# mem_arbiter

[src/rtl/mem_arbiter.sv]
// mem_arbiter: shares one single-ported RAM between the fetch-stage
// instruction port and the MEM-stage data port. Data requests win over
// instruction requests. Each access runs IDLE -> DACC/IACC -> RESP -> IDLE,
// and the hit strobe for the served port is raised in RESP.
// Optional build macro: MEM_ARB_WDOG_EN adds a watchdog that ends an access
// that has waited WDOG_CYCLES for ram_rdy. It then raises a sticky mem_err.
module mem_arbiter #(
   parameter int ADDR_W      = 32,
   parameter int DATA_W      = 32,
   parameter int WDOG_CYCLES = 255
) (
   input  logic              CLK,
   input  logic              nRST,
   input  logic              iREN,
   input  logic [ADDR_W-1:0] iaddr,
   output logic [DATA_W-1:0] iload,
   output logic              ihit,
   input  logic              dREN,
   input  logic              dWEN,
   input  logic [ADDR_W-1:0] daddr,
   input  logic [DATA_W-1:0] dstore,
   output logic [DATA_W-1:0] dload,
   output logic              dhit,
   output logic              ramREN,
   output logic              ramWEN,
   output logic [ADDR_W-1:0] ramaddr,
   output logic [DATA_W-1:0] ramstore,
   input  logic [DATA_W-1:0] ramload,
   input  logic              ram_rdy,
   output logic              mem_err
);

   typedef enum logic [1:0] {IDLE, DACC, IACC, RESP} state_t;

   state_t              state_reg, state_next;
   logic                op_wr_reg;      // latched access is a write
   logic                served_d_reg;   // latched access belongs to the data port
   logic [ADDR_W-1:0]   addr_reg;
   logic [DATA_W-1:0]   store_reg;
   logic [DATA_W-1:0]   iload_reg, dload_reg;
   logic                access;         // RAM access in flight
   logic                wdog_fire;      // watchdog ends the access this cycle
   logic                done;           // access completes at the coming edge
   logic                data_req;

   assign access   = (state_reg == DACC) || (state_reg == IACC);
   assign data_req = dREN | dWEN;
   assign done     = access && (ram_rdy || wdog_fire);

`ifdef MEM_ARB_WDOG_EN
   localparam int WD_W = $clog2(WDOG_CYCLES + 1);

   logic [WD_W-1:0] wd_cnt_reg;
   logic            mem_err_reg;

   // The timeout fires on the wait cycle that brings the counter to WDOG_CYCLES.
   assign wdog_fire = access && !ram_rdy && (wd_cnt_reg == WD_W'(WDOG_CYCLES - 1));
   assign mem_err   = mem_err_reg;

   // Count wait cycles of the current access. The counter is held at zero outside
   // an access, so it starts cleared on entry. mem_err is sticky until reset.
   always_ff @(posedge CLK or negedge nRST) begin
      if (!nRST) begin
         wd_cnt_reg  <= '0;
         mem_err_reg <= 1'b0;
      end else begin
         if (!access)
            wd_cnt_reg <= '0;
         else if (!ram_rdy)
            wd_cnt_reg <= wd_cnt_reg + WD_W'(1);
         if (wdog_fire)
            mem_err_reg <= 1'b1;
      end
   end
`else
   logic unused_wdog;

   assign unused_wdog = |WDOG_CYCLES;
   assign wdog_fire   = 1'b0;
   assign mem_err     = 1'b0;
`endif

   // State register
   always_ff @(posedge CLK or negedge nRST) begin
      if (!nRST)
         state_reg <= IDLE;
      else
         state_reg <= state_next;
   end

   // Next-state logic: data wins in IDLE, accesses run to completion, RESP lasts one cycle
   always_comb begin
      state_next = state_reg;
      case (state_reg)
         IDLE: begin
            if (data_req)
               state_next = DACC;
            else if (iREN)
               state_next = IACC;
         end
         DACC, IACC: begin
            if (done)
               state_next = RESP;
         end
         RESP:    state_next = IDLE;
         default: state_next = IDLE;
      endcase
   end

   // Latch the winning request in IDLE. Request changes during the access are ignored.
   always_ff @(posedge CLK or negedge nRST) begin
      if (!nRST) begin
         op_wr_reg    <= 1'b0;
         served_d_reg <= 1'b0;
         addr_reg     <= '0;
         store_reg    <= '0;
      end else if (state_reg == IDLE) begin
         if (data_req) begin
            op_wr_reg    <= dWEN;
            served_d_reg <= 1'b1;
            addr_reg     <= daddr;
            store_reg    <= dstore;
         end else if (iREN) begin
            op_wr_reg    <= 1'b0;
            served_d_reg <= 1'b0;
            addr_reg     <= iaddr;
         end
      end
   end

   // Capture read data when the access ends. A watchdog timeout returns zero.
   // Writes leave the load registers untouched.
   always_ff @(posedge CLK or negedge nRST) begin
      if (!nRST) begin
         iload_reg <= '0;
         dload_reg <= '0;
      end else if (done && !op_wr_reg) begin
         if (served_d_reg)
            dload_reg <= ram_rdy ? ramload : '0;
         else
            iload_reg <= ram_rdy ? ramload : '0;
      end
   end

   // RAM enables follow the state register, so reset drops them asynchronously.
   assign ramREN   = access && !op_wr_reg;
   assign ramWEN   = access && op_wr_reg;
   assign ramaddr  = access ? addr_reg : '0;
   assign ramstore = ramWEN ? store_reg : '0;

   assign dhit  = (state_reg == RESP) && served_d_reg;
   assign ihit  = (state_reg == RESP) && !served_d_reg;
   assign iload = iload_reg;
   assign dload = dload_reg;

endmodule

[config.mk]
export PLATFORM = sky130hd
export DESIGN_NAME = mem_arbiter
export DESIGN_NICKNAME = d
export VERILOG_FILES = /design/src/rtl/mem_arbiter.sv
export SDC_FILE = /design/constraint.sdc
export NUM_CORES = 1
export LEC_CHECK = 0
export ABC_CLOCK_PERIOD_IN_PS = 5200
export CORE_ASPECT_RATIO = 0.9
export CORE_MARGIN = 3
export CORE_UTILIZATION = 45
export DETAILED_ROUTE_END_ITERATION = 6
export GPL_ROUTABILITY_DRIVEN = 0
export PLACE_DENSITY = 0.95
export SLEW_MARGIN = 20
export SYNTH_ARGS = -nofsm -noshare
export SYNTH_HDL_FRONTEND = slang
export SYNTH_SLANG_ARGS = --single-unit
[constraint.sdc]
create_clock -name CLK -period 5.2 [get_ports CLK]
set_input_delay 0.52 -clock CLK [delete_from_list [all_inputs] [get_ports CLK]]
set_output_delay 0.52 -clock CLK [all_outputs]
set_load 0.02 [all_outputs]
# dma_csr

### src/rtl/dma_pkg.sv
// dma_pkg: register map, bit positions, response codes and length width shared by the DMA CSR block and controller
package dma_pkg;
  localparam int LEN_W = 5;
  localparam logic [31:0] OFF_CTRL   = 32'h00;
  localparam logic [31:0] OFF_STATUS = 32'h04;
  localparam logic [31:0] OFF_SRC    = 32'h08;
  localparam logic [31:0] OFF_DST    = 32'h0C;
  localparam logic [31:0] OFF_LEN    = 32'h10;
  localparam int CTRL_START  = 0;
  localparam int CTRL_IRQ_EN = 1;
  localparam int STAT_BUSY   = 0;
  localparam int STAT_DONE   = 1;
  localparam int STAT_REJECT = 2;
  localparam logic [1:0] RESP_OKAY   = 2'b00;
  localparam logic [1:0] RESP_SLVERR = 2'b10;
  function automatic logic [31:0] merge_strb(input logic [31:0] old_v, input logic [31:0] new_v, input logic [3:0] strb);
    logic [31:0] r;
    for (int i = 0; i < 4; i++) r[8*i +: 8] = strb[i] ? new_v[8*i +: 8] : old_v[8*i +: 8];
    return r;
  endfunction
endpackage

### src/rtl/dma_csr.sv
// dma_csr: AXI-Lite register block holding the DMA job descriptor, start pulse, status and interrupt
module dma_csr
  import dma_pkg::*;
#(
  parameter int ADDR_LSB_BITS = 5
) (
  input  logic             clk,
  input  logic             rst,
  input  logic [31:0]      S_AWADDR,
  input  logic             S_AWVALID,
  output logic             S_AWREADY,
  input  logic [31:0]      S_WDATA,
  input  logic [3:0]       S_WSTRB,
  input  logic             S_WVALID,
  output logic             S_WREADY,
  output logic [1:0]       S_BRESP,
  output logic             S_BVALID,
  input  logic             S_BREADY,
  input  logic [31:0]      S_ARADDR,
  input  logic             S_ARVALID,
  output logic             S_ARREADY,
  output logic [31:0]      S_RDATA,
  output logic [1:0]       S_RRESP,
  output logic             S_RVALID,
  input  logic             S_RREADY,
  output logic             trigger,
  output logic [31:0]      source_address,
  output logic [31:0]      destination_address,
  output logic [LEN_W-1:0] length,
  input  logic             dma_done,
  output logic             irq
);
  localparam int IW = ADDR_LSB_BITS - 2;
  function automatic logic hit(input logic [IW-1:0] idx, input logic [31:0] off);
    return idx == off[ADDR_LSB_BITS-1:2];
  endfunction
  logic rdy_en, aw_held, w_held, irq_en, busy, done, reject, dma_done_q;
  logic [IW-1:0] aw_idx, rd_idx;
  logic [31:0] w_data, src, dst, rd_val;
  logic [3:0] w_strb;
  logic [LEN_W-1:0] len;
  logic commit, wr_err, wr_ok, lane0, start, start_ok, done_rise, clr_done, clr_rej, rd_err;
  logic unused_addr;
  assign unused_addr = ^{S_AWADDR[31:ADDR_LSB_BITS], S_AWADDR[1:0], S_ARADDR[31:ADDR_LSB_BITS], S_ARADDR[1:0]};
  assign S_AWREADY = rdy_en & ~aw_held & ~S_BVALID;
  assign S_WREADY = rdy_en & ~w_held & ~S_BVALID;
  assign S_ARREADY = rdy_en & ~S_RVALID;
  assign source_address = src;
  assign destination_address = dst;
  assign length = len;
  assign irq = irq_en & done;
  assign commit = aw_held & w_held;
  assign lane0 = w_strb[0];
  assign rd_idx = S_ARADDR[ADDR_LSB_BITS-1:2];
  always_comb begin
    wr_err = ~(hit(aw_idx, OFF_CTRL) | hit(aw_idx, OFF_STATUS) | hit(aw_idx, OFF_SRC) | hit(aw_idx, OFF_DST) | hit(aw_idx, OFF_LEN))
           | (busy & (hit(aw_idx, OFF_SRC) | hit(aw_idx, OFF_DST) | hit(aw_idx, OFF_LEN)));
    wr_ok = commit & ~wr_err;
    start = wr_ok & hit(aw_idx, OFF_CTRL) & lane0 & w_data[CTRL_START];
    start_ok = start & ~busy;
    done_rise = dma_done & ~dma_done_q;
    clr_done = wr_ok & hit(aw_idx, OFF_STATUS) & lane0 & w_data[STAT_DONE];
    clr_rej = wr_ok & hit(aw_idx, OFF_STATUS) & lane0 & w_data[STAT_REJECT];
    rd_err = ~(hit(rd_idx, OFF_CTRL) | hit(rd_idx, OFF_STATUS) | hit(rd_idx, OFF_SRC) | hit(rd_idx, OFF_DST) | hit(rd_idx, OFF_LEN));
    rd_val = hit(rd_idx, OFF_CTRL)   ? 32'(irq_en) << CTRL_IRQ_EN :
             hit(rd_idx, OFF_STATUS) ? (32'(busy) << STAT_BUSY) | (32'(done) << STAT_DONE) | (32'(reject) << STAT_REJECT) :
             hit(rd_idx, OFF_SRC)    ? src :
             hit(rd_idx, OFF_DST)    ? dst :
             hit(rd_idx, OFF_LEN)    ? 32'(len) : 32'h0;
  end
  always_ff @(posedge clk) begin
    if (rst) begin
      rdy_en <= 1'b0;
      aw_held <= 1'b0;
      w_held <= 1'b0;
      aw_idx <= '0;
      w_data <= '0;
      w_strb <= '0;
      S_BVALID <= 1'b0;
      S_BRESP <= RESP_OKAY;
      S_RVALID <= 1'b0;
      S_RDATA <= '0;
      S_RRESP <= RESP_OKAY;
      trigger <= 1'b0;
      irq_en <= 1'b0;
      busy <= 1'b0;
      done <= 1'b0;
      reject <= 1'b0;
      dma_done_q <= 1'b0;
      src <= '0;
      dst <= '0;
      len <= '0;
    end else begin
      rdy_en <= 1'b1;
      dma_done_q <= dma_done;
      trigger <= start_ok;
      if (S_AWVALID & S_AWREADY) begin
        aw_held <= 1'b1;
        aw_idx <= S_AWADDR[ADDR_LSB_BITS-1:2];
      end
      if (S_WVALID & S_WREADY) begin
        w_held <= 1'b1;
        w_data <= S_WDATA;
        w_strb <= S_WSTRB;
      end
      if (commit) begin
        aw_held <= 1'b0;
        w_held <= 1'b0;
        S_BVALID <= 1'b1;
        S_BRESP <= wr_err ? RESP_SLVERR : RESP_OKAY;
      end else if (S_BREADY) begin
        S_BVALID <= 1'b0;
      end
      // a new start outranks a completion seen in the same cycle
      busy <= start_ok ? 1'b1 : done_rise ? 1'b0 : busy;
      done <= done_rise | (done & ~clr_done);
      reject <= (start & busy) | (reject & ~clr_rej);
      if (wr_ok & hit(aw_idx, OFF_CTRL) & lane0) irq_en <= w_data[CTRL_IRQ_EN];
      if (wr_ok & hit(aw_idx, OFF_SRC)) src <= merge_strb(src, w_data, w_strb);
      if (wr_ok & hit(aw_idx, OFF_DST)) dst <= merge_strb(dst, w_data, w_strb);
      if (wr_ok & hit(aw_idx, OFF_LEN) & lane0) len <= w_data[LEN_W-1:0];
      if (S_ARVALID & S_ARREADY) begin
        S_RVALID <= 1'b1;
        S_RDATA <= rd_val;
        S_RRESP <= rd_err ? RESP_SLVERR : RESP_OKAY;
      end else if (S_RREADY) begin
        S_RVALID <= 1'b0;
      end
    end
  end
endmodule

### config.mk
export PLATFORM = sky130hd
export DESIGN_NAME = dma_csr
export DESIGN_NICKNAME = d
export VERILOG_FILES = /design/src/rtl/dma_pkg.sv /design/src/rtl/dma_csr.sv
export SDC_FILE = /design/constraint.sdc
export NUM_CORES = 1
export LEC_CHECK = 0
export ABC_AREA = 1
export CAP_MARGIN = 40
export CORE_MARGIN = 1
export CORE_UTILIZATION = 41
export DETAILED_ROUTE_END_ITERATION = 8
export PLACE_DENSITY = 0.81
export SYNTH_ARGS = -nofsm -noshare
export SYNTH_HDL_FRONTEND = slang
export SYNTH_SLANG_ARGS = --single-unit
export TNS_END_PERCENT = 20
### constraint.sdc
create_clock -name clk -period 1.7 [get_ports clk]
set_clock_uncertainty 0.15 [all_clocks]
set_input_delay 0.425 -clock clk [delete_from_list [all_inputs] [get_ports clk]]
set_output_delay 0.425 -clock clk [all_outputs]
set_load 0.02 [all_outputs]
Fig. 1: dma_csr, clock routing
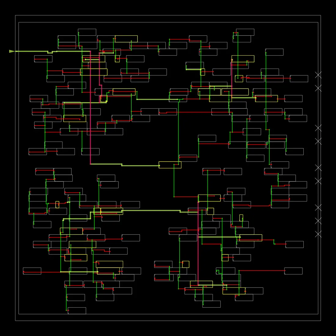
Clk power: 3.91 mW
clock buffers: 19
clk latency late pin: 0.43 ns
CTS Sinks: 153

==> results.ini, dma_csr <==
[place]
place_inst = 1236
portBuffers = 159

[final_timing]
finalSetupViolCount = 1
worst_slack_ns = -0.0286
finalMaxSlewViolations = 0

[drt]
vias = 6242
drcViolationCount = 9
wl_met3_um = 1180

[global_routing]
grt_pass1_vias = 5733
antenna_found_initial = 0
use_met2_pct = 38.6

[status]
violations = design-rule violations, negative setup slack
status = finished with violations

[power_and_ir_drop]
peakVddDrop_v = 0.000667

[clocking]
cts_setup_buffers = 0
cts_resized = 186
cts_made_buffers = 17

[critical_path]
crit_path_start = rdy_en

[synthesis]
synth.avg_cell_area_um2 = 6.97

[layout]
fin_cells = 1276
fin_nets = 1188

[dma_csr: registers in the layout, indices dropped and copies added, names as in the netlist, 3 cells and up]
name,flops
S_RDATA,32
aw_idx,3
destination_address,32
length,5
source_address,32
w_data,32
w_strb,4
[dma_csr: power by group]
part	internal (mW)	switching (mW)	leakage (nW)	total, mW
Combinational	0.292	0.359	2.69	0.651
Sequential	3.67	0.0758	1.24	3.75
Clock	2.44	1.47	0.281	3.91
[dma_csr: critical path, cell delays in order, from the launching register on]
cell	delay, ns
dfxtp_2	0.35
inv_4	0.05
buf_6	0.11
nor2_4	0.09
buf_6	0.12
[dma_csr: layout make-up]
type	count	area [µm²]	area share, %
flip-flops and latches	153	3070	34.0
multi-input cells	609	2750	30.5
repair buffers	212	2030	22.5
clock buffers	19	433	4.79
inverters	87	333	3.69
well taps	184	230	2.55
clock inverters	12	176	1.95
[dma_csr: cells by family after synthesis]
logic type             count (synthesis)  share of synthesized area [%]
AND-OR/OR-AND                        124                           10.6
buffers and inverters                134                           8.86
AND/OR/NAND/NOR                      482                           31.3
other                                  1                         0.0602
flip-flops                           153                           49.2
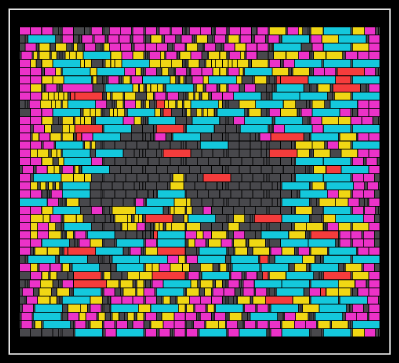
Fig. 2. Cell classes on the final placement (mem_arbiter).
Scale: 3 px per µm. Fill, decap, tap and diode cells in gray.
- remaining logic cells: yellow (cells 284)
- registers: cyan (cells 132)
- remaining buffers and delay cells: magenta (cells 270)
- clock drivers and dummy loads: red (cells 32)
Seq/total area: 35.8%
Core Region: 0.0124 mm²

==> results.ini, mem_arbiter <==
[final_timing]
max-slew-margin-rel_pct = 29.1
tns_ns = 0
worst_slack_ns = 1.68
finalSetupViolCount = 0
worst_pin_slew_ns = 1.06

[synthesis]
synth_warnings = 0
synth_adder_area_share_pct = 0.639
ys_cells = 447
common_cells = dfrtp_1, mux2_2, nand2_1, and2_1, mux2i_1
yosysMostFrequentCell = dfrtp_1

[clocking]
cts_setup_buffers = 0
cts_made_buffers = 17
cts-root-buf = clkbuf_16
h-tree-depth = 4

[layout]
design_area_mm2 = 0.00922
final_layout_top_logic_cells = clkdlybuf4s50_1, dfrtp_1, mux2_2
lay_top_count = clkdlybuf4s50_1

[drt]
wl_met1_um = 6310
wl_met2_um = 8180
drcViolationCount = 0
drt_iter0_drc = 260
viasPerCell = 5.07

[critical_path]
cp.arrival_ns = 3.00
crit_path_start = state_reg[0]
reg2reg_depth = 5
r2r_setup_slack_ns = 2.07

[floorplan]
pin_count = 267
die_width_um = 126
fp_util_pct = 47.3
num_rows = 38
die-area_mm2 = 0.0145

[power_and_ir_drop]
intPower_mw = 4.02
p_clk_mw = 1.21
p_leak_nw = 4.03
p_sw_share_pct = 36.5

[global_routing]
grt-ovfl-total = 0
grt_pass1_wl_um = 25500
antenna_found_initial = 0
use_met1_pct = 26.2
grt_max_degree = 78

[status]
status = complete, no violations

==> mem_arbiter: kinds of logic (layout without fill, tap and decap cells) <==
logic type | count (synthesis) | after routing
other | 1 | 1
AND-OR/OR-AND | 36 | 36
multiplexers | 131 | 131
flip-flops | 132 | 132
buffers and inverters | 33 | 304
adder cells (fa/ha/maj) | 3 | 3
AND/OR/NAND/NOR | 111 | 111
==> mem_arbiter: critical path, cell delays in order (launching register included) <==
cell,delay (ns)
dfrtp_1,0.38
inv_1,0.08
ha_1,0.88
buf_4,0.41
and2_1,0.19
clkdlybuf4s50_1,0.64
==> mem_arbiter: cell type report <==
cell class / count / area [µm²] / share of cell area [%]
well taps: 160 / 200 / 2.17
multi-input cells: 282 / 2400 / 26.1
inverters: 2 / 7.51 / 0.0814
flip-flops and latches: 132 / 3300 / 35.8
repair buffers: 270 / 2710 / 29.4
clock buffers: 23 / 468 / 5.07
clock inverters: 9 / 128 / 1.38
==> mem_arbiter: stage by stage <==
step | instances | util, % | hold WS (ns)
final | 878 | 74.3 | 0.128
after global routing | 878 | 74.3 | 0.172
after CTS | 877 | 74.1 | 0.147
after detailed placement | 845 | 69.3 | 0.463
after global placement | 845 | 69.3 | 0.454
after floorplan | 447 | - | 0.224

# alu_arbiter

Fig. 3: alu_arbiter, clock wires, drivers and flops
Scale: 2 px per µm.
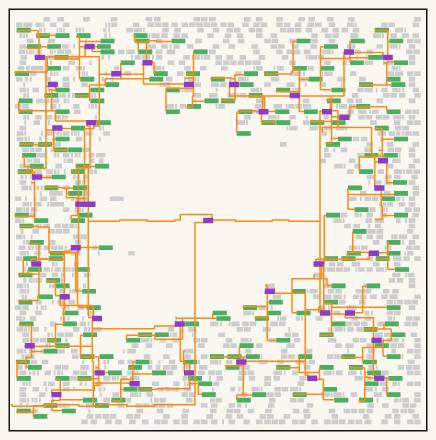

## src/rtl/alu_pkg.sv

```systemverilog
// -----------------------------------------------------------------------------
// alu_pkg
//   Shared definitions for the ALU arbiter slice: default bus widths, the ALU
//   control codes understood by the shared 64-bit ALU, the arbiter FSM state
//   type and a legality check for control codes.
// -----------------------------------------------------------------------------
package alu_pkg;

    localparam int ALU_DATA_WIDTH = 64;
    localparam int ALU_CTRL_WIDTH = 4;

    localparam logic [ALU_CTRL_WIDTH-1:0] OP_AND   = 4'b0000;
    localparam logic [ALU_CTRL_WIDTH-1:0] OP_OR    = 4'b0001;
    localparam logic [ALU_CTRL_WIDTH-1:0] OP_ADD   = 4'b0010;
    localparam logic [ALU_CTRL_WIDTH-1:0] OP_SUB   = 4'b0110;
    localparam logic [ALU_CTRL_WIDTH-1:0] OP_PASSB = 4'b0111;

    typedef enum logic [1:0] {
        IDLE = 2'd0,
        EXEC = 2'd1,
        RESP = 2'd2
    } state_t;

    function automatic logic is_legal_op(input logic [ALU_CTRL_WIDTH-1:0] ctrl);
        return (ctrl == OP_AND) || (ctrl == OP_OR) || (ctrl == OP_ADD) ||
               (ctrl == OP_SUB) || (ctrl == OP_PASSB);
    endfunction

endpackage

```

## src/rtl/rr_arbiter2.sv

```systemverilog
// -----------------------------------------------------------------------------
// rr_arbiter2
//   Two-way round-robin grant selection. Purely combinational; the caller owns
//   the last_grant register and decides when a grant is consumed.
//
// Ports:
//   i_valid0, i_valid1 : requests from requester 0 / 1
//   i_last_grant       : requester that won the previous accepted transaction
//   o_grant            : selected requester (meaningful only when o_any_valid)
//   o_any_valid        : at least one request is present
// -----------------------------------------------------------------------------
module rr_arbiter2 (
    input  logic i_valid0,
    input  logic i_valid1,
    input  logic i_last_grant,
    output logic o_grant,
    output logic o_any_valid
);

    always_comb begin
        // NOTE: every output gets a default before any branch so no path can
        // leave it unassigned, which would otherwise infer a latch.
        o_grant     = 1'b0;
        o_any_valid = i_valid0 | i_valid1;
        if (i_valid0 && i_valid1) begin
            // Contention: the requester that did not win last time goes next.
            o_grant = ~i_last_grant;
        end else if (i_valid1) begin
            o_grant = 1'b1;
        end
    end

endmodule

```

## src/rtl/alu_arbiter.sv

```systemverilog
// -----------------------------------------------------------------------------
// alu_arbiter
//   Shares one 64-bit ALU between two requesters. One operation is accepted at
//   a time over valid/ready with round-robin priority, driven to the ALU from
//   registered operands for one EXEC cycle, and the ALU result is captured into
//   a response register held until the consumer takes it (IDLE -> EXEC -> RESP).
//
// Configuration:
//   ALU_OPCHECK_EN : when defined, illegal control codes are detected at accept;
//                    the ALU is fed PassB with BusB=0 and the response carries
//                    resp_err=1, resp_w=0, resp_zero=1. When undefined, codes
//                    pass through unchecked and resp_err is tied low.
//
// Ports:
//   CLK, Reset                      : clock, synchronous active-high reset
//   reqN_valid/ready/ctrl/a/b (N=0,1): request channels
//   resp_valid/ready/id/w/zero/err  : shared response channel
//   alu_ctrl, alu_a, alu_b          : to ALU ALUCtrl / BusA / BusB
//   alu_w, alu_zero                 : from ALU BusW / Zero
// -----------------------------------------------------------------------------
module alu_arbiter
    import alu_pkg::*;
#(
    parameter int DATA_WIDTH = ALU_DATA_WIDTH,
    parameter int CTRL_WIDTH = ALU_CTRL_WIDTH
) (
    input  logic                  CLK,
    input  logic                  Reset,

    input  logic                  req0_valid,
    output logic                  req0_ready,
    input  logic [CTRL_WIDTH-1:0] req0_ctrl,
    input  logic [DATA_WIDTH-1:0] req0_a,
    input  logic [DATA_WIDTH-1:0] req0_b,

    input  logic                  req1_valid,
    output logic                  req1_ready,
    input  logic [CTRL_WIDTH-1:0] req1_ctrl,
    input  logic [DATA_WIDTH-1:0] req1_a,
    input  logic [DATA_WIDTH-1:0] req1_b,

    output logic                  resp_valid,
    input  logic                  resp_ready,
    output logic                  resp_id,
    output logic [DATA_WIDTH-1:0] resp_w,
    output logic                  resp_zero,
    output logic                  resp_err,

    output logic [CTRL_WIDTH-1:0] alu_ctrl,
    output logic [DATA_WIDTH-1:0] alu_a,
    output logic [DATA_WIDTH-1:0] alu_b,
    input  logic [DATA_WIDTH-1:0] alu_w,
    input  logic                  alu_zero
);

    state_t                r_state;
    logic                  r_last_grant;
    logic [CTRL_WIDTH-1:0] r_alu_ctrl;
    logic [DATA_WIDTH-1:0] r_alu_a;
    logic [DATA_WIDTH-1:0] r_alu_b;
    logic                  r_resp_valid;
    logic                  r_resp_id;
    logic [DATA_WIDTH-1:0] r_resp_w;
    logic                  r_resp_zero;
`ifdef ALU_OPCHECK_EN
    logic                  r_op_err;
    logic                  r_resp_err;
    logic                  w_illegal;
`endif

    logic                  w_grant;
    logic                  w_any_valid;
    logic                  w_idle;
    logic                  w_accept;
    logic [CTRL_WIDTH-1:0] w_sel_ctrl;
    logic [DATA_WIDTH-1:0] w_sel_a;
    logic [DATA_WIDTH-1:0] w_sel_b;

    rr_arbiter2 u_rr (
        .i_valid0     (req0_valid),
        .i_valid1     (req1_valid),
        .i_last_grant (r_last_grant),
        .o_grant      (w_grant),
        .o_any_valid  (w_any_valid)
    );

    // Readies are held low while Reset is asserted, whatever state the FSM
    // happens to be in before the reset edge.
    assign w_idle     = (r_state == IDLE) && !Reset;
    assign w_accept   = w_idle && w_any_valid;
    assign req0_ready = w_accept && !w_grant;
    assign req1_ready = w_accept &&  w_grant;

    assign w_sel_ctrl = w_grant ? req1_ctrl : req0_ctrl;
    assign w_sel_a    = w_grant ? req1_a    : req0_a;
    assign w_sel_b    = w_grant ? req1_b    : req0_b;

`ifdef ALU_OPCHECK_EN
    assign w_illegal  = !is_legal_op(w_sel_ctrl);
`endif

    always_ff @(posedge CLK) begin
        // NOTE: all state here uses non-blocking assignments so every register
        // samples pre-edge values, independent of statement order.
        if (Reset) begin
            r_state      <= IDLE;
            r_last_grant <= 1'b1;   // requester 0 wins the first contention
            r_alu_ctrl   <= '0;
            r_alu_a      <= '0;
            r_alu_b      <= '0;
            r_resp_valid <= 1'b0;
            r_resp_id    <= 1'b0;
            r_resp_w     <= '0;
            r_resp_zero  <= 1'b0;
`ifdef ALU_OPCHECK_EN
            r_op_err     <= 1'b0;
            r_resp_err   <= 1'b0;
`endif
        end else begin
            case (r_state)
                IDLE: begin
                    if (w_accept) begin
                        r_alu_ctrl   <= w_sel_ctrl;
                        r_alu_a      <= w_sel_a;
                        r_alu_b      <= w_sel_b;
`ifdef ALU_OPCHECK_EN
                        // An illegal code still occupies the EXEC slot but the
                        // ALU is given a harmless PassB of zero.
                        if (w_illegal) begin
                            r_alu_ctrl <= CTRL_WIDTH'(OP_PASSB);
                            r_alu_b    <= '0;
                        end
                        r_op_err     <= w_illegal;
`endif
                        r_resp_id    <= w_grant;
                        r_last_grant <= w_grant;
                        r_state      <= EXEC;
                    end
                end

                EXEC: begin
                    r_resp_w     <= alu_w;
                    r_resp_zero  <= alu_zero;
`ifdef ALU_OPCHECK_EN
                    if (r_op_err) begin
                        r_resp_w    <= '0;
                        r_resp_zero <= 1'b1;
                    end
                    r_resp_err   <= r_op_err;
`endif
                    r_resp_valid <= 1'b1;
                    r_state      <= RESP;
                end

                RESP: begin
                    // Response fields stay put until taken; the return to IDLE
                    // means no accept can coincide with the hand-off.
                    if (resp_ready) begin
                        r_resp_valid <= 1'b0;
                        r_state      <= IDLE;
                    end
                end

                default: r_state <= IDLE;
            endcase
        end
    end

    assign alu_ctrl   = r_alu_ctrl;
    assign alu_a      = r_alu_a;
    assign alu_b      = r_alu_b;
    assign resp_valid = r_resp_valid;
    assign resp_id    = r_resp_id;
    assign resp_w     = r_resp_w;
    assign resp_zero  = r_resp_zero;
`ifdef ALU_OPCHECK_EN
    assign resp_err   = r_resp_err;
`else
    assign resp_err   = 1'b0;
`endif

endmodule
```

## config.mk

```make
export PLATFORM = sky130hd
export DESIGN_NAME = alu_arbiter
export DESIGN_NICKNAME = d
export VERILOG_FILES = /design/src/rtl/alu_pkg.sv /design/src/rtl/rr_arbiter2.sv /design/src/rtl/alu_arbiter.sv
export SDC_FILE = /design/constraint.sdc
export NUM_CORES = 1
export LEC_CHECK = 0
export ABC_AREA = 0
export CORE_AREA = 2 2 206 208
export CTS_BUF_LIST = sky130_fd_sc_hd__clkbuf_8
export CTS_CLUSTER_SIZE = 30
export DETAILED_ROUTE_END_ITERATION = 8
export DIE_AREA = 0 0 208 210
export PLACE_DENSITY = 0.5
export SLEW_MARGIN = 20
export SYNTH_ARGS = -nofsm -noshare
export SYNTH_HDL_FRONTEND = slang
export SYNTH_HIERARCHICAL = 1
export SYNTH_SLANG_ARGS = --single-unit
```

## constraint.sdc

```tcl
create_clock -name CLK -period 4.2 [get_ports CLK]
set_input_delay 0.84 -clock CLK [delete_from_list [all_inputs] [get_ports CLK]]
set_output_delay 0.84 -clock CLK [all_outputs]
set_load 0.02 [all_outputs]
```

# pooling_unit

File: config.mk
export PLATFORM = sky130hd
export DESIGN_NAME = pooling_unit
export DESIGN_NICKNAME = d
export VERILOG_FILES = /design/src/rtl/pooling_pkg.sv /design/src/rtl/pool_lane.sv /design/src/rtl/pooling_unit.sv
export SDC_FILE = /design/constraint.sdc
export NUM_CORES = 1
export LEC_CHECK = 0
export ABC_CLOCK_PERIOD_IN_PS = 3350
export CORE_MARGIN = 4
export CORE_UTILIZATION = 30
export DETAILED_ROUTE_END_ITERATION = 8
export GPL_ROUTABILITY_DRIVEN = 0
export PLACE_DENSITY = 0.57
export SLEW_MARGIN = 20
export SYNTH_ARGS = -nofsm -noshare
export SYNTH_HDL_FRONTEND = slang
export SYNTH_SLANG_ARGS = --single-unit
File: constraint.sdc
create_clock -name clk -period 3.35 [get_ports clk]
set_input_delay 0.67 -clock clk [delete_from_list [all_inputs] [get_ports clk]]
set_output_delay 0.67 -clock clk [all_outputs]
set_load 0.01 [all_outputs]
File: src/rtl/pooling_pkg.sv
// Shared types and sizing helpers for the streaming pooling engine.
// Optional average datapath is controlled by POOL_AVG_EN (see pool_lane / pooling_unit).
package pooling_pkg;

  typedef enum logic [1:0] {
    POOL_MAX  = 2'd0,
    POOL_MIN  = 2'd1,
    POOL_AVG  = 2'd2,
    POOL_RSVD = 2'd3
  } pool_mode_e;

  typedef enum logic [1:0] {
    IDLE  = 2'd0,
    ACCUM = 2'd1,
    OUT   = 2'd2
  } pool_state_e;

  // Accumulator width needed to sum WINDOW signed DW-bit words without overflow.
  function automatic int acc_width(input int dw, input int window);
    return dw + $clog2(window);
  endfunction

endpackage

File: src/rtl/pool_lane.sv
// One pooling lane: combine/accumulate register plus result register loaded on the last beat.
// With POOL_AVG_EN defined, AW > DW holds the running sum and the result is the floored mean.
module pool_lane
  import pooling_pkg::*;
#(
  parameter int DW = 20,
  parameter int AW = 20
) (
  input  logic                 clk,
  input  logic                 rst,
  input  logic                 load_i,
  input  logic                 update_i,
  input  logic                 last_i,
  input  pool_mode_e           mode_i,
  input  logic signed [DW-1:0] din_i,
  output logic signed [DW-1:0] res_o
);

  logic signed [AW-1:0] acc_q, acc_d;
  logic signed [AW-1:0] din_x;
  logic signed [AW-1:0] comb;
  logic signed [DW-1:0] res_q, res_d;

  assign din_x = AW'(din_i);

  // Reserved mode (and avg when the avg datapath is absent) fall through to max.
  always_comb begin
    comb = acc_q;
    case (mode_i)
      POOL_MIN: if (din_x < acc_q) comb = din_x;
`ifdef POOL_AVG_EN
      POOL_AVG: comb = acc_q + din_x;
`endif
      default:  if (din_x > acc_q) comb = din_x;
    endcase
  end

  always_comb begin
    acc_d = acc_q;
    if (load_i) begin
      acc_d = din_x;
    end else if (update_i) begin
      acc_d = comb;
    end
  end

`ifdef POOL_AVG_EN
  localparam int SH = AW - DW;

  // The sum of WINDOW DW-bit words shifted back by log2(WINDOW) always fits in DW bits.
  always_comb begin
    res_d = res_q;
    if (last_i) begin
      if (mode_i == POOL_AVG) begin
        res_d = DW'(acc_d >>> SH);
      end else begin
        res_d = DW'(acc_d);
      end
    end
  end
`else
  always_comb begin
    res_d = res_q;
    if (last_i) begin
      res_d = DW'(acc_d);
    end
  end
`endif

  always_ff @(posedge clk) begin
    if (rst) begin
      acc_q <= '0;
      res_q <= '0;
    end else begin
      acc_q <= acc_d;
      res_q <= res_d;
    end
  end

  assign res_o = res_q;

endmodule

File: src/rtl/pooling_unit.sv
// Streaming max/min(/avg with POOL_AVG_EN) pooling over WINDOW beats on CHANNELS lanes.
// Result valid one cycle after the last accepted beat; input stalls while a result is pending.
module pooling_unit
  import pooling_pkg::*;
#(
  parameter int IL       = 4,
  parameter int FL       = 16,
  parameter int CHANNELS = 4,
  parameter int WINDOW   = 4
) (
  input  logic                    clk,
  input  logic                    rst,
  input  logic [1:0]              mode,
  input  logic                    in_valid,
  output logic                    in_ready,
  input  logic signed [IL+FL-1:0] in_data  [CHANNELS],
  output logic                    out_valid,
  input  logic                    out_ready,
  output logic signed [IL+FL-1:0] out_data [CHANNELS],
  output logic                    busy
);

  localparam int DW = IL + FL;
  localparam int CW = $clog2(WINDOW) + 1;
`ifdef POOL_AVG_EN
  localparam int AW = acc_width(DW, WINDOW);
`else
  localparam int AW = DW;
`endif

  if (WINDOW < 1 || (WINDOW & (WINDOW - 1)) != 0) begin : g_bad_window
    $error("pooling_unit: WINDOW must be a power of two and >= 1");
  end

  pool_state_e   state_q, state_d;
  pool_mode_e    mode_q, mode_d;
  logic [CW-1:0] count_q, count_d;

  logic          accept;
  logic          lane_load;
  logic          lane_update;
  logic          lane_last;
  pool_mode_e    lane_mode;

  assign in_ready  = (state_q != OUT);
  assign out_valid = (state_q == OUT);
  assign busy      = (state_q != IDLE);
  assign accept    = in_valid && in_ready;

  always_comb begin
    state_d     = state_q;
    mode_d      = mode_q;
    count_d     = count_q;
    lane_load   = 1'b0;
    lane_update = 1'b0;
    lane_last   = 1'b0;
    lane_mode   = mode_q;
    case (state_q)
      IDLE: begin
        // The first beat's mode governs the whole window.
        lane_mode = pool_mode_e'(mode);
        if (accept) begin
          lane_load = 1'b1;
          mode_d    = pool_mode_e'(mode);
          count_d   = CW'(1);
          if (WINDOW == 1) begin
            lane_last = 1'b1;
            state_d   = OUT;
          end else begin
            state_d = ACCUM;
          end
        end
      end
      ACCUM: begin
        if (accept) begin
          lane_update = 1'b1;
          count_d     = count_q + CW'(1);
          if (count_q == CW'(WINDOW - 1)) begin
            lane_last = 1'b1;
            state_d   = OUT;
          end
        end
      end
      OUT: begin
        if (out_ready) begin
          count_d = '0;
          state_d = IDLE;
        end
      end
      default: begin
        count_d = '0;
        state_d = IDLE;
      end
    endcase
  end

  always_ff @(posedge clk) begin
    if (rst) begin
      state_q <= IDLE;
      mode_q  <= POOL_MAX;
      count_q <= '0;
    end else begin
      state_q <= state_d;
      mode_q  <= mode_d;
      count_q <= count_d;
    end
  end

  for (genvar c = 0; c < CHANNELS; c++) begin : g_lane
    pool_lane #(
      .DW (DW),
      .AW (AW)
    ) u_lane (
      .clk      (clk),
      .rst      (rst),
      .load_i   (lane_load),
      .update_i (lane_update),
      .last_i   (lane_last),
      .mode_i   (lane_mode),
      .din_i    (in_data[c]),
      .res_o    (out_data[c])
    );
  end

endmodule

# uart_tx_arbiter

[src/rtl/uart_pkg.sv]
// Shared UART definitions: frame timing helpers and the transmit-side state encoding.
package uart_pkg;

    localparam int UART_FRAME_BITS = 10;

    typedef enum logic {
        IDLE = 1'b0,
        TX   = 1'b1
    } state_t;

    // The result is truncated, so the real line rate is slightly above the nominal baud rate.
    function automatic int clks_per_bit(input int clk_freq, input int baud);
        return clk_freq / baud;
    endfunction

endpackage

[src/rtl/uart_tx_arbiter_rr_pick.sv]
// Combinational round-robin picker: first set request strictly after ptr, with wrap-around.
module rr_pick #(
    parameter int NUM_REQ = 2,
    parameter int IW      = (NUM_REQ > 1) ? $clog2(NUM_REQ) : 1
) (
    input  logic [NUM_REQ-1:0] req,
    input  logic [IW-1:0]      ptr,
    output logic               any,
    output logic [IW-1:0]      winner
);

    logic          found;
    logic [IW-1:0] idx;

    always_comb begin
        any    = |req;
        winner = '0;
        found  = 1'b0;
        idx    = '0;
        // k == NUM_REQ wraps back onto ptr itself, so a lone previous winner still gets served.
        for (int k = 1; k <= NUM_REQ; k++) begin
            idx = IW'((int'(ptr) + k) % NUM_REQ);
            if (!found && req[idx]) begin
                winner = idx;
                found  = 1'b1;
            end
        end
    end

endmodule

[src/rtl/uart_tx_arbiter.sv]
// Round-robin share of one UART transmitter; grant -> enable/ready one cycle after the decision.
// Requests are ignored while a frame is timed out locally (no busy flag from the transmitter).
module uart_tx_arbiter
    import uart_pkg::*;
#(
    parameter int NUM_REQ    = 2,
    parameter int CLK_FREQ   = 50_000_000,
    parameter int BAUD       = 115200,
    parameter int FRAME_BITS = UART_FRAME_BITS,
    parameter int IW         = (NUM_REQ > 1) ? $clog2(NUM_REQ) : 1
) (
    input  logic                 clk_50m,
    input  logic                 reset_n,
    input  logic [NUM_REQ-1:0]   req_valid,
    input  logic [8*NUM_REQ-1:0] req_data,
    output logic [NUM_REQ-1:0]   req_ready,
    output logic [7:0]           uart_tx_data,
    output logic                 uart_tx_enable,
    output logic                 busy,
    output logic [IW-1:0]        grant_id
);

    localparam int CLKS_PER_BIT = clks_per_bit(CLK_FREQ, BAUD);
    localparam int FRAME_CYCLES = FRAME_BITS * CLKS_PER_BIT;
    localparam int CW           = $clog2(FRAME_CYCLES + 1);
    localparam logic [CW-1:0] CNT_LAST = CW'(FRAME_CYCLES);

    if (FRAME_CYCLES < 2 || NUM_REQ < 2 || NUM_REQ > 8) begin : g_param_check
        $error("uart_tx_arbiter: need FRAME_CYCLES >= 2 and 2 <= NUM_REQ <= 8");
    end

    state_t        state;
    logic [CW-1:0] cnt;
    logic [IW-1:0] ptr;
    logic [IW-1:0] winner;
    logic          any;
    logic [7:0]    data_arr [NUM_REQ];

    always_comb begin
        for (int i = 0; i < NUM_REQ; i++) begin
            data_arr[i] = req_data[8*i +: 8];
        end
    end

    rr_pick #(
        .NUM_REQ (NUM_REQ),
        .IW      (IW)
    ) u_rr_pick (
        .req    (req_valid),
        .ptr    (ptr),
        .any    (any),
        .winner (winner)
    );

    always_ff @(posedge clk_50m or negedge reset_n) begin
        if (!reset_n) begin
            state          <= IDLE;
            cnt            <= '0;
            ptr            <= IW'(NUM_REQ - 1);
            req_ready      <= '0;
            uart_tx_data   <= '0;
            uart_tx_enable <= 1'b0;
            busy           <= 1'b0;
            grant_id       <= '0;
        end else begin
            req_ready      <= '0;
            uart_tx_enable <= 1'b0;
            case (state)
                IDLE: begin
                    busy <= 1'b0;
                    if (any) begin
                        uart_tx_data   <= data_arr[winner];
                        ptr            <= winner;
                        grant_id       <= winner;
                        req_ready      <= NUM_REQ'(1) << winner;
                        uart_tx_enable <= 1'b1;
                        busy           <= 1'b1;
                        cnt            <= CW'(1);
                        state          <= TX;
                    end
                end
                TX: begin
                    // The enable cycle counts as frame cycle 1, so busy spans exactly FRAME_CYCLES.
                    if (cnt == CNT_LAST) begin
                        cnt   <= '0;
                        busy  <= 1'b0;
                        state <= IDLE;
                    end else begin
                        cnt <= cnt + CW'(1);
                    end
                end
                default: state <= IDLE;
            endcase
        end
    end

endmodule

[config.mk]
export PLATFORM = sky130hd
export DESIGN_NAME = uart_tx_arbiter
export DESIGN_NICKNAME = d
export VERILOG_FILES = /design/src/rtl/uart_pkg.sv /design/src/rtl/uart_tx_arbiter_rr_pick.sv /design/src/rtl/uart_tx_arbiter.sv
export SDC_FILE = /design/constraint.sdc
export NUM_CORES = 1
export LEC_CHECK = 0
export ABC_AREA = 0
export CAP_MARGIN = 5
export CORE_MARGIN = 2
export CORE_UTILIZATION = 32
export CTS_CLUSTER_DIAMETER = 30
export DETAILED_ROUTE_END_ITERATION = 8
export GPL_ROUTABILITY_DRIVEN = 0
export GPL_TIMING_DRIVEN = 0
export PLACE_DENSITY_LB_ADDON = 0.25
export SYNTH_ARGS = -nofsm -noshare
export SYNTH_HDL_FRONTEND = slang
export SYNTH_SLANG_ARGS = --single-unit
[constraint.sdc]
create_clock -name clk_50m -period 2.4 [get_ports clk_50m]
set_clock_uncertainty 0.15 [all_clocks]
set_input_delay 0.6 -clock clk_50m [delete_from_list [all_inputs] [get_ports clk_50m]]
set_output_delay 0.6 -clock clk_50m [all_outputs]
set_load 0.05 [all_outputs]
# fp16_add_scheduler

$ cat src/rtl/fp16_add_scheduler.sv
// Round-robin scheduler sharing one pipelined FP16 adder among NUM_REQ requesters, results returned tagged.
// Latency: handshake -> rsp_valid is ADD_LAT+2 cycles; one op issued per cycle.
// Backpressure: req_ready is a one-hot grant (none while draining); results cannot be stalled.
// Optional counters: define FP16_SCHED_PERF_EN to build perf_ops/perf_ovf.
module fp16_add_scheduler #(
    parameter int NUM_REQ = 4,
    parameter int ID_W    = $clog2(NUM_REQ),
    parameter int ADD_LAT = 3
) (
    input  logic                   clk,
    input  logic                   rst_n,
    input  logic [NUM_REQ-1:0]     req_valid,
    input  logic [NUM_REQ*16-1:0]  req_a,
    input  logic [NUM_REQ*16-1:0]  req_b,
    output logic [NUM_REQ-1:0]     req_ready,
    output logic                   add_valid,
    output logic [15:0]            add_a,
    output logic [15:0]            add_b,
    input  logic [15:0]            add_result,
    input  logic                   add_ovf,
    input  logic                   add_unf,
    output logic                   rsp_valid,
    output logic [ID_W-1:0]        rsp_id,
    output logic [15:0]            rsp_result,
    output logic [1:0]             rsp_flags,
    input  logic                   drain_req,
    output logic                   drain_done,
    output logic                   busy,
    output logic [31:0]            perf_ops,
    output logic [15:0]            perf_ovf
);

    typedef enum logic [1:0] {ST_RUN, ST_DRAIN, ST_DONE} state_t;

    state_t            state_q, state_d;
    logic              run_en;
    logic [ID_W-1:0]   rr_ptr;
    logic [ID_W-1:0]   cand;
    logic [ID_W-1:0]   grant_id;
    logic              grant_vld;
    logic              hs;
    logic [ID_W-1:0]   add_id;
    logic [ADD_LAT-1:0] tag_vld;
    logic [ID_W-1:0]   tag_id [ADD_LAT];
    logic [3:0]        inflight;

    always_ff @(posedge clk or negedge rst_n) begin
        if (!rst_n) state_q <= ST_RUN;
        else        state_q <= state_d;
    end

    always_comb begin
        state_d = state_q;
        run_en  = 1'b0;
        unique case (state_q)
            ST_RUN: begin
                run_en = 1'b1;
                if (drain_req) state_d = ST_DRAIN;
            end
            ST_DRAIN: begin
                if (!drain_req)          state_d = ST_RUN;
                else if (inflight == '0) state_d = ST_DONE;
            end
            ST_DONE: begin
                if (!drain_req) state_d = ST_RUN;
            end
            default: state_d = ST_RUN;
        endcase
    end

    // Search starts at rr_ptr and wraps, so the first valid hit is the fair winner.
    always_comb begin
        grant_vld = 1'b0;
        grant_id  = '0;
        cand      = '0;
        req_ready = '0;
        if (run_en) begin
            for (int i = 0; i < NUM_REQ; i++) begin
                cand = ID_W'((int'(rr_ptr) + i) % NUM_REQ);
                if (!grant_vld && req_valid[cand]) begin
                    grant_vld = 1'b1;
                    grant_id  = cand;
                end
            end
            if (grant_vld) req_ready = NUM_REQ'(1) << grant_id;
        end
    end

    assign hs = grant_vld;

    always_ff @(posedge clk or negedge rst_n) begin
        if (!rst_n) begin
            rr_ptr    <= '0;
            add_valid <= 1'b0;
            add_a     <= '0;
            add_b     <= '0;
            add_id    <= '0;
        end else begin
            add_valid <= hs;
            if (hs) begin
                rr_ptr <= (grant_id == ID_W'(NUM_REQ - 1)) ? '0 : grant_id + 1'b1;
                add_a  <= req_a[16*grant_id +: 16];
                add_b  <= req_b[16*grant_id +: 16];
                add_id <= grant_id;
            end
        end
    end

    // Owner tags ride alongside the adder so the last stage lines up with add_result.
    always_ff @(posedge clk or negedge rst_n) begin
        if (!rst_n) begin
            tag_vld <= '0;
            for (int i = 0; i < ADD_LAT; i++) tag_id[i] <= '0;
        end else begin
            tag_vld[0] <= add_valid;
            tag_id[0]  <= add_id;
            for (int i = 1; i < ADD_LAT; i++) begin
                tag_vld[i] <= tag_vld[i-1];
                tag_id[i]  <= tag_id[i-1];
            end
        end
    end

    always_ff @(posedge clk or negedge rst_n) begin
        if (!rst_n) begin
            rsp_valid  <= 1'b0;
            rsp_id     <= '0;
            rsp_result <= '0;
            rsp_flags  <= '0;
        end else begin
            rsp_valid <= tag_vld[ADD_LAT-1];
            if (tag_vld[ADD_LAT-1]) begin
                rsp_id     <= tag_id[ADD_LAT-1];
                rsp_result <= add_result;
                rsp_flags  <= {add_ovf, add_unf};
            end
        end
    end

    always_ff @(posedge clk or negedge rst_n) begin
        if (!rst_n) begin
            inflight <= '0;
        end else begin
            unique case ({hs, rsp_valid})
                2'b10:   inflight <= inflight + 4'd1;
                2'b01:   inflight <= inflight - 4'd1;
                default: inflight <= inflight;
            endcase
        end
    end

    assign busy       = (inflight != '0);
    assign drain_done = (state_q != ST_RUN) && drain_req && (inflight == '0);

`ifdef FP16_SCHED_PERF_EN
    always_ff @(posedge clk or negedge rst_n) begin
        if (!rst_n) begin
            perf_ops <= '0;
            perf_ovf <= '0;
        end else if (rsp_valid) begin
            if (perf_ops != '1)                perf_ops <= perf_ops + 32'd1;
            if (rsp_flags[1] && perf_ovf != '1) perf_ovf <= perf_ovf + 16'd1;
        end
    end
`else
    assign perf_ops = '0;
    assign perf_ovf = '0;
`endif

endmodule

$ cat config.mk
export PLATFORM = sky130hd
export DESIGN_NAME = fp16_add_scheduler
export DESIGN_NICKNAME = d
export VERILOG_FILES = /design/src/rtl/fp16_add_scheduler.sv
export SDC_FILE = /design/constraint.sdc
export NUM_CORES = 1
export LEC_CHECK = 0
export CORE_MARGIN = 2
export CORE_UTILIZATION = 25
export DETAILED_ROUTE_END_ITERATION = 16
export PLACE_DENSITY = 0.63
export SYNTH_ARGS = -nofsm -noshare
export SYNTH_HDL_FRONTEND = slang
export SYNTH_SLANG_ARGS = --single-unit
export TNS_END_PERCENT = 100
$ cat constraint.sdc
create_clock -name clk -period 1.9 [get_ports clk]
set_input_delay 0.285 -clock clk [delete_from_list [all_inputs] [get_ports clk]]
set_output_delay 0.285 -clock clk [all_outputs]
set_load 0.005 [all_outputs]
Fig. 4: pooling_unit, clock wires, drivers and flops
Scale: 2 px per µm.
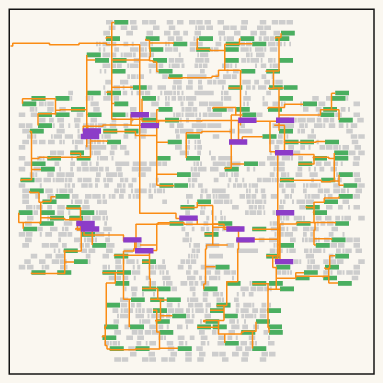
- clock-net drivers: purple (count 17)
- flip-flops: green (count 167)
- clock wires: orange (length 2450 µm)
- flops lie: widely spread
Max Clock Skew: 0.0214 ns
clk latency late pin: 0.43 ns
Clock power frac: 38.3%
Clk power: 2.08 mW

==> results.ini, pooling_unit <==
[clocking]
clock_sinks = 167
cts_setup_buffers = 0
cts_resized = 0
cts_buffer_depth = 2
cts_made_buffers = 17

[global_routing]
grt_max_degree = 53
antenna_found_initial = 0
use_met2_pct = 24.6
grt_usage_pct = 14.6

[synthesis]
mux_share_pct = 7.52
ys_area_mm2 = 0.00904
async_flop_share_pct = 0
postSynthCellCount = 957
top_logic_kind = AND-OR/OR-AND gates
ys_cells = 957
synth_warnings = 0
yosysTopAreaCell = dfxtp_1

[power_and_ir_drop]
p_leak_nw = 4.92
seq_power_share_pct = 39.2
power_density_mw_per_mm2 = 438
intPower_mw = 3.90
top_power_group = registers
seq_power_mw = 2.13

[floorplan]
die_width_um = 182
num_rows = 63
core_area_mm2 = 0.0297

[final_timing]
worst_pin_slew_ns = 0.653
worst_slack_ns = 0.181
max-slew-margin-rel_pct = 56.5
finalMaxSlewViolations = 0
fmax_mhz = 316
hold_viol = 0

[drt]
routed_wl_um = 24400
drcViolationCount = 0
drtPass1Iterations = 4

[status]
status = complete, no violations

[place]
place_ws_ns = -0.267
place_hpwl_um = 17800

[critical_path]
crit_cells = 10
worst_r2r_endpoint = g_lane[1].u_lane.res_o[2]
crit_fanout = 19
critPathLaunchType = primary input

[hold_path]
whs_endpoint = mode_q[1]
hp-class = flip-flop to flip-flop

pooling_unit: cells in the final DEF, fill, tap and decap left out, drive strengths merged, types with 20 or more instances in the layout:
cell type	n
dfxtp	167
clkdlybuf4s50	167
nor2	127
buf	106
inv	94
ha	82
mux2i	66
a211oi	61
a22o	57
a21oi	42
nand2	40
clkbuf	20
pooling_unit: sequential cells by signal (all words and copies together) (netlist names):
register             flops
mode_q                   2
g_lane.u_lane.acc_q     80
g_lane.u_lane.res_o     80
state_q                  2
count_q                  3
pooling_unit: layer usage:
layer / up-vias / part of all wire, % / wire [µm]
li1: 3973 / - / -
met1: 3619 / 47 / 11300
met2: 143 / 47 / 11400
met3: 21 / 4.7 / 1140
met4: 0 / 1.8 / 428
met5: - / 0 / 0
pooling_unit: final cells by class:
| type | count | area share [%] |
|---|---|---|
| multi-input cells | 646 | 40.2 |
| flip-flops and latches | 167 | 27.0 |
| repair buffers | 273 | 21.2 |
| well taps | 390 | 3.94 |
| clock buffers | 20 | 3.61 |
| inverters | 90 | 2.73 |
| clock inverters | 12 | 1.34 |
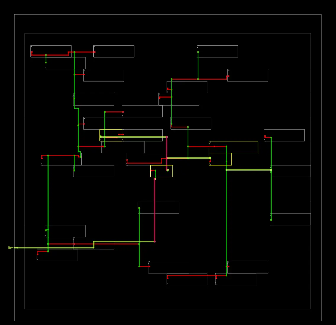
Fig. 5. Clock routing (uart_tx_arbiter).
Clk power: 0.375 mW
clk latency late pin: 0.28 ns
clock buffers: 3

==> results.ini, uart_tx_arbiter <==
[synthesis]
synth.area.top_cells = dfrtp_1, a222oi_1, nand2_1, inv_1, a31oi_1
mux_share_pct = 0
compound_area_share_pct = 20.7
xor_share_pct = 0
synth.avg_cell_area_um2 = 10.5

[critical_path]
cpMaxStageDelayCell = clkdlybuf4s50_1
cp_num_buf_inv = 1
r2r_setup_slack_ns = 0.50
critPathLaunchType = flip-flop
slowest_delay_ns = 0.81
endpoint_kind = output port
required_ns = 1.65

[clocking]
h-tree-depth = 1
cts-root-buf = clkbuf_8
cts_resized = 0

[layout]
sh_seq_area_pct = 38.5
fin_nets = 190
final-comb-area_um2 = 562
logic_gate_count = 83

[power_and_ir_drop]
p_switching_mw = 0.167
top_power_group = registers
seq_power_share_pct = 53.1

[floorplan]
tap-cell-count = 50
pin_count = 33

[place]
portBuffers = 32

[status]
status = complete, no violations

[flow_run]
openroad.warnings = 27

[drt]
vias = 1158
drcViolationCount = 0

[final_timing]
worst_pin_slew_ns = 1.02
fmax_mhz = 452

==> uart_tx_arbiter: synth_stat cells (all sizes together) <==
library cell,n
o211ai,3
ha,2
nand2b,1
nor3,2
and3,6
nand2,17
a22o,2
and2,2
and4,1
a31oi,7
a222oi,8
o21ai,2
buf,5
inv,12
and4bb,1
nor2,4
a21o,4
or3,2
or2b,2
clkbuf,3
and3b,1
a221o,1
dfrtp,27
a41oi,2
nand3,3
a22oi,1
nand4,4
dfstp,1
a21oi,5
==> uart_tx_arbiter: cell usage in the layout, fill, tap and decap left out, types with 4 or more instances in the layout <==
master and n:
nand2_1 14, a21oi_1 5, inv_1 12, and3_1 6
nand4_1 4, clkdlybuf4s50_1 31, dfrtp_1 27, nor2_1 4
a31oi_1 7, a222oi_1 8
==> uart_tx_arbiter: routing by layer <==
metal / GRT usage (%) / share of wire [%] / wire, µm
met3: 3.78 / 6.7 / 206
met2: 22.6 / 47 / 1440
met1: 17.4 / 46 / 1400
met5: 0 / 0 / 0
met4: 2.61 / 0.68 / 21
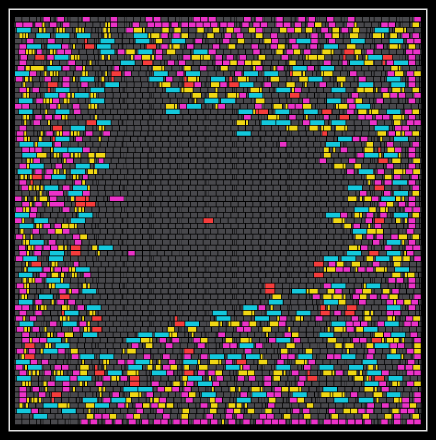
Fig. 6. Cell classes on the final placement (alu_arbiter).
Scale: 2 px per µm. Fill, decap, tap and diode cells in gray.
- remaining buffers and delay cells: magenta (cells 545)
- registers: cyan (cells 202)
- clock drivers and dummy loads: red (cells 72)
- remaining logic cells: yellow (cells 610)
Core Region: 0.0415 mm²
Seq/total area: 26.5%
final core occ: 36.8%
Site Rows: 75

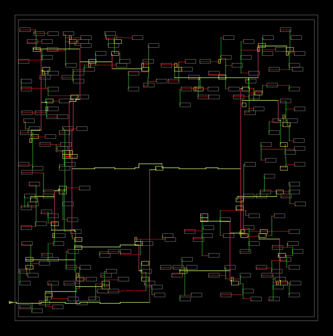
Fig. 7. Clock routing (alu_arbiter).
CTS Sinks: 202
clock buffers: 51
Clk power: 1.97 mW
Max Clock Skew: 0.0269 ns
clk latency late pin: 0.57 ns

## Picture notes: Fig. 3
- clock wires: orange (length 3680 µm)
- clock-net drivers: purple (count 40)
- flip-flops: green (count 202)
- flops lie: widely spread
- routed clock nets: 41

==> results.ini, alu_arbiter <==
[floorplan]
fp_util_pct = 21.1
die_h_um = 210

[layout]
syn2layout_area_growth_pct = 74.6
drive_gt1_share_pct = 12.3

[status]
status = complete, no violations

[clocking]
h-tree-depth = 2
cts_tree = yes
cts_resized = 0
ctsHoldBuffers = 0

[synthesis]
mux_share_pct = 15.1
synth_adder_area_share_pct = 0
ys_sh_simple_pct = 12.0
yosys.area.top_type_share_pct = 46.3
ys_ff = 202
synth.area.top_cells = dfxtp_1, mux2i_1, a211oi_2, nor2_1, nand2_1
synth_warnings = 6
xor_share_pct = 0

[critical_path]
endpoint_kind = output port
r2r-start = r_last_grant
cpMaxStageDelayCell = clkdlybuf4s50_1
worst_r2r_endpoint = alu_b[31]
critical-path-top-delay-family = buffers and inverters

[hold_path]
hp-class = flip-flop to flip-flop
min-delay-start = resp_w[47]
whs_endpoint = resp_w[47]

[power_and_ir_drop]
p_clk_share_pct = 34.7
seq_power_share_pct = 38.3
p_comb_share_pct = 27.0
power_mw = 5.68

[final_timing]
finalMaxSlewViolations = 0
max-slew-margin-rel_pct = 40.8
fmax_mhz = 267

[drt]
drt_iter0_drc = 333

[flow_run]
openroad.warnings = 30
maxCapViolCount = 0

[global_routing]
grtUsageMet3_pct = 6.35

alu_arbiter: logic make-up after synthesis:
| group | after synthesis |
|---|---|
| AND-OR/OR-AND | 202 |
| flip-flops | 202 |
| multiplexers | 132 |
| buffers and inverters | 83 |
| AND/OR/NAND/NOR | 273 |
| other | 1 |
alu_arbiter: routing by layer:
metal	vias up	part of all wire, %
met2	353	48
li1	4133	-
met3	40	10
met1	3713	40
met5	-	0
met4	0	1.9
alu_arbiter: through the flow:
step | util [%] | hold WS, ns | setup WS, ns | std cells | cell area, µm²
detailed placement | 34.9 | 0.446 | 0.447 | 1896 | 14500
global route | 36.8 | 0.465 | 0.389 | 1968 | 15200
finish | 36.8 | 0.451 | 0.452 | 1968 | 15200
CTS | 36.8 | 0.453 | 0.435 | 1968 | 15200
global placement | 34.9 | 0.441 | 0.430 | 1896 | 14500
floorplan | - | 0.437 | 1.37 | 893 | 8730
alu_arbiter: area by class of cell:
cell class                      count  area share (%)
Inverter                            2          0.0985
Sequential cell                   202            26.5
Multi-Input combinational cell    608            27.9
Clock inverter                     21           0.583
Tap cell                          539            4.42
Clock buffer                       51            4.60
Timing Repair Buffer              545            35.9
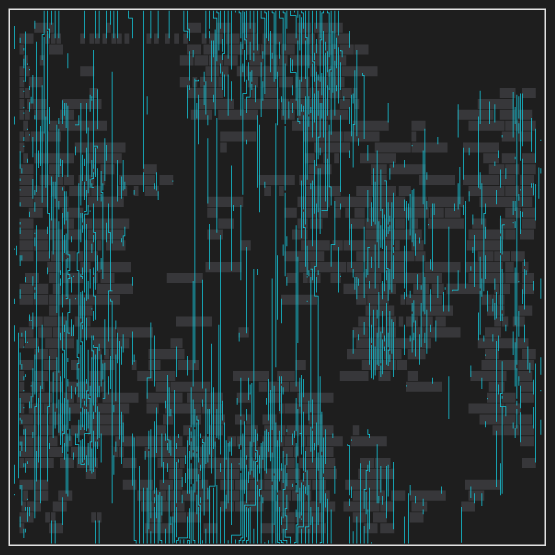
Fig. 8. M2 wires (fp16_add_scheduler).
Scale: 4 px per µm.
- longest straight run: 71.1 µm
- nets with wire on the layer: 703
- main direction: vertical

==> results.ini, fp16_add_scheduler <==
[layout]
bufAreaShareNonClock_pct = 36.1
final_core_util_pct = 45.5
drive_gt1_share_pct = 24.9
design_area_mm2 = 0.00752
n_all_buffers = 268
sh_seq_area_pct = 24.3
lay_top_count = clkdlybuf4s50_1

[flow_run]
openroad.warnings = 29
maxCapViolCount = 0

[drt]
wl_met2_um = 7840
vias = 3913
top_layer = met4
wl_met3_um = 1020
wl_met1_um = 5770

[critical_path]
crit_path_start = rr_ptr[1]
worstSetupPathType = flip-flop to output port
cpMaxStageDelayCell = dfrtp_2
cp_common_cell = buf_6
endpoint_kind = output port
cp.arrival_ns = 1.75

[hold_path]
min_path_cells = 0
whs_endpoint = tag_id[2]

[synthesis]
ys_cells = 387
ys_sh_simple_pct = 11.0
synth_warnings = 0
synth_seq_share_pct = 43.5
top_logic_kind = AND-OR/OR-AND gates
synth_area_mm2 = 0.00420

[clocking]
cts_tree = yes
h-tree-depth = 3
cts_setup_buffers = 9
cts_made_buffers = 9
cts_buffer_depth = 2

[floorplan]
pin_count = 261

[status]
status = finished with violations
violations = negative setup slack

[place]
place_hpwl_um = 10400
place_inst = 821

[final_timing]
finalClockPeriodUsage_pct = 107
worst_slack_ns = -0.133
finalSetupViolCount = 34
rsz0062_at_grt = yes
finalMaxSlewViolations = 0

[power_and_ir_drop]
peakVddDrop_v = 0.000431

==> fp16_add_scheduler: where the power goes <==
part	leakage (nW)	switching, mW	internal (mW)
Sequential	0.840	0.366	2.21
Combinational	2.10	2.21	2.83
Clock	0.129	0.682	0.886
Total	3.07	3.25	5.92
==> fp16_add_scheduler: state kept, by name (all words and copies together), names as in the netlist <==
| name | cells |
|---|---|
| tag_vld | 3 |
| add_id | 2 |
| rsp_flags | 2 |
| tag_id | 6 |
| add_a | 16 |
| rsp_result | 16 |
| rr_ptr | 2 |
| add_b | 16 |
| state_q | 2 |
| inflight | 4 |
| add_valid | 1 |
| rsp_valid | 1 |
| rsp_id | 2 |
==> fp16_add_scheduler: metal layers <==
metal,up-vias,track usage [%]
met5,-,0
met4,0,5.73
met3,29,4.45
met2,174,28.1
met1,1879,17.3
li1,1831,-
==> fp16_add_scheduler: synthesized netlist by cell type, types with 4 or more instances <==
cell / instances
buf_6: 6
o21ai_0: 4
clkbuf_1: 14
a21oi_1: 5
inv_1: 4
and3_1: 34
buf_4: 50
xor2_1: 4
mux2_2: 21
a211oi_1: 33
buf_2: 5
a2111oi_0: 31
mux2i_1: 33
dfrtp_1: 73
nor2_1: 36


==> notes/layouts.md <==
Pictures saved along the way, in no particular order.

Clock wires, drivers and flops.
Plate I
Scale: 4 px per µm.
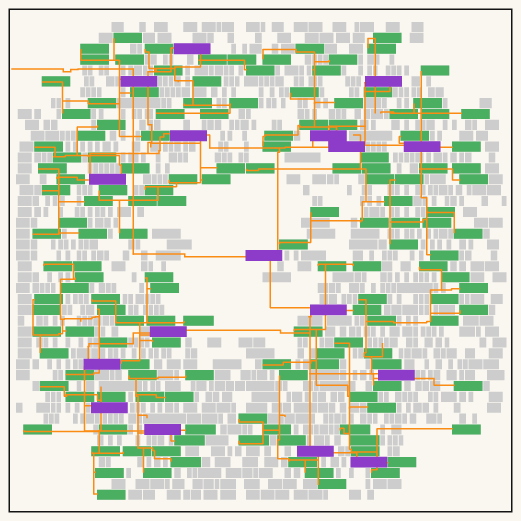
Plate II
Scale: 6 px per µm.
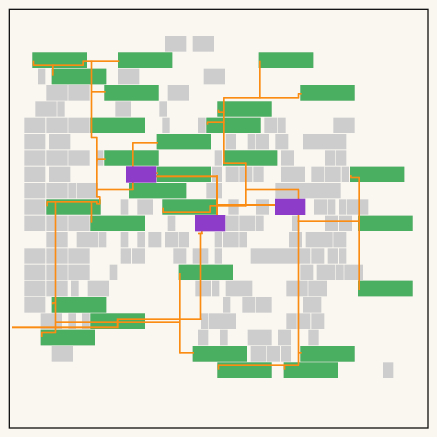
Plate III
Scale: 4 px per µm.
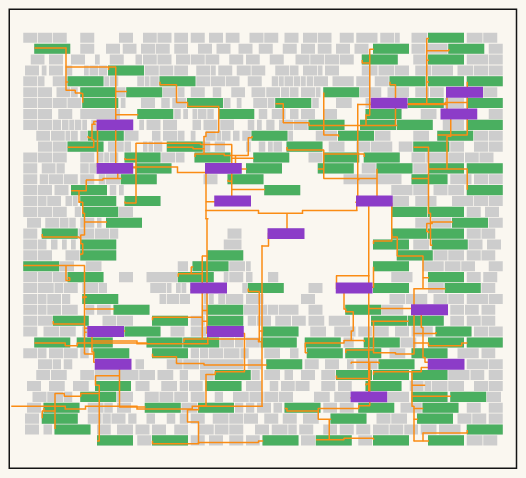
Plate IV
Scale: 4 px per µm.
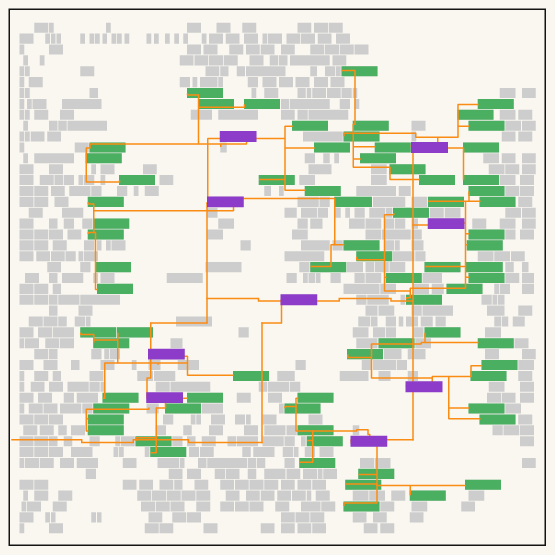
Plate II is uart_tx_arbiter.
Plate I is dma_csr.
Plate IV is fp16_add_scheduler.
Plate III is mem_arbiter.
Of these, fewest sequential cells: Plate II
Of these, smallest die: Plate II


==> layout pictures side by side <==
Clock routing.
panel A
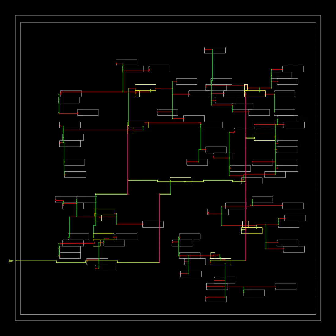
panel B
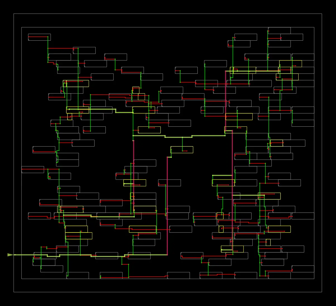
panel C
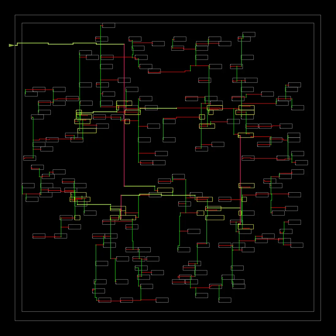
- panel B = mem_arbiter
- panel C = pooling_unit
- panel A = fp16_add_scheduler
- fewest clock buffers: panel A
- most sequential cells: panel C

Power figures rest on the tool's default switching activity, not on a simulated workload.
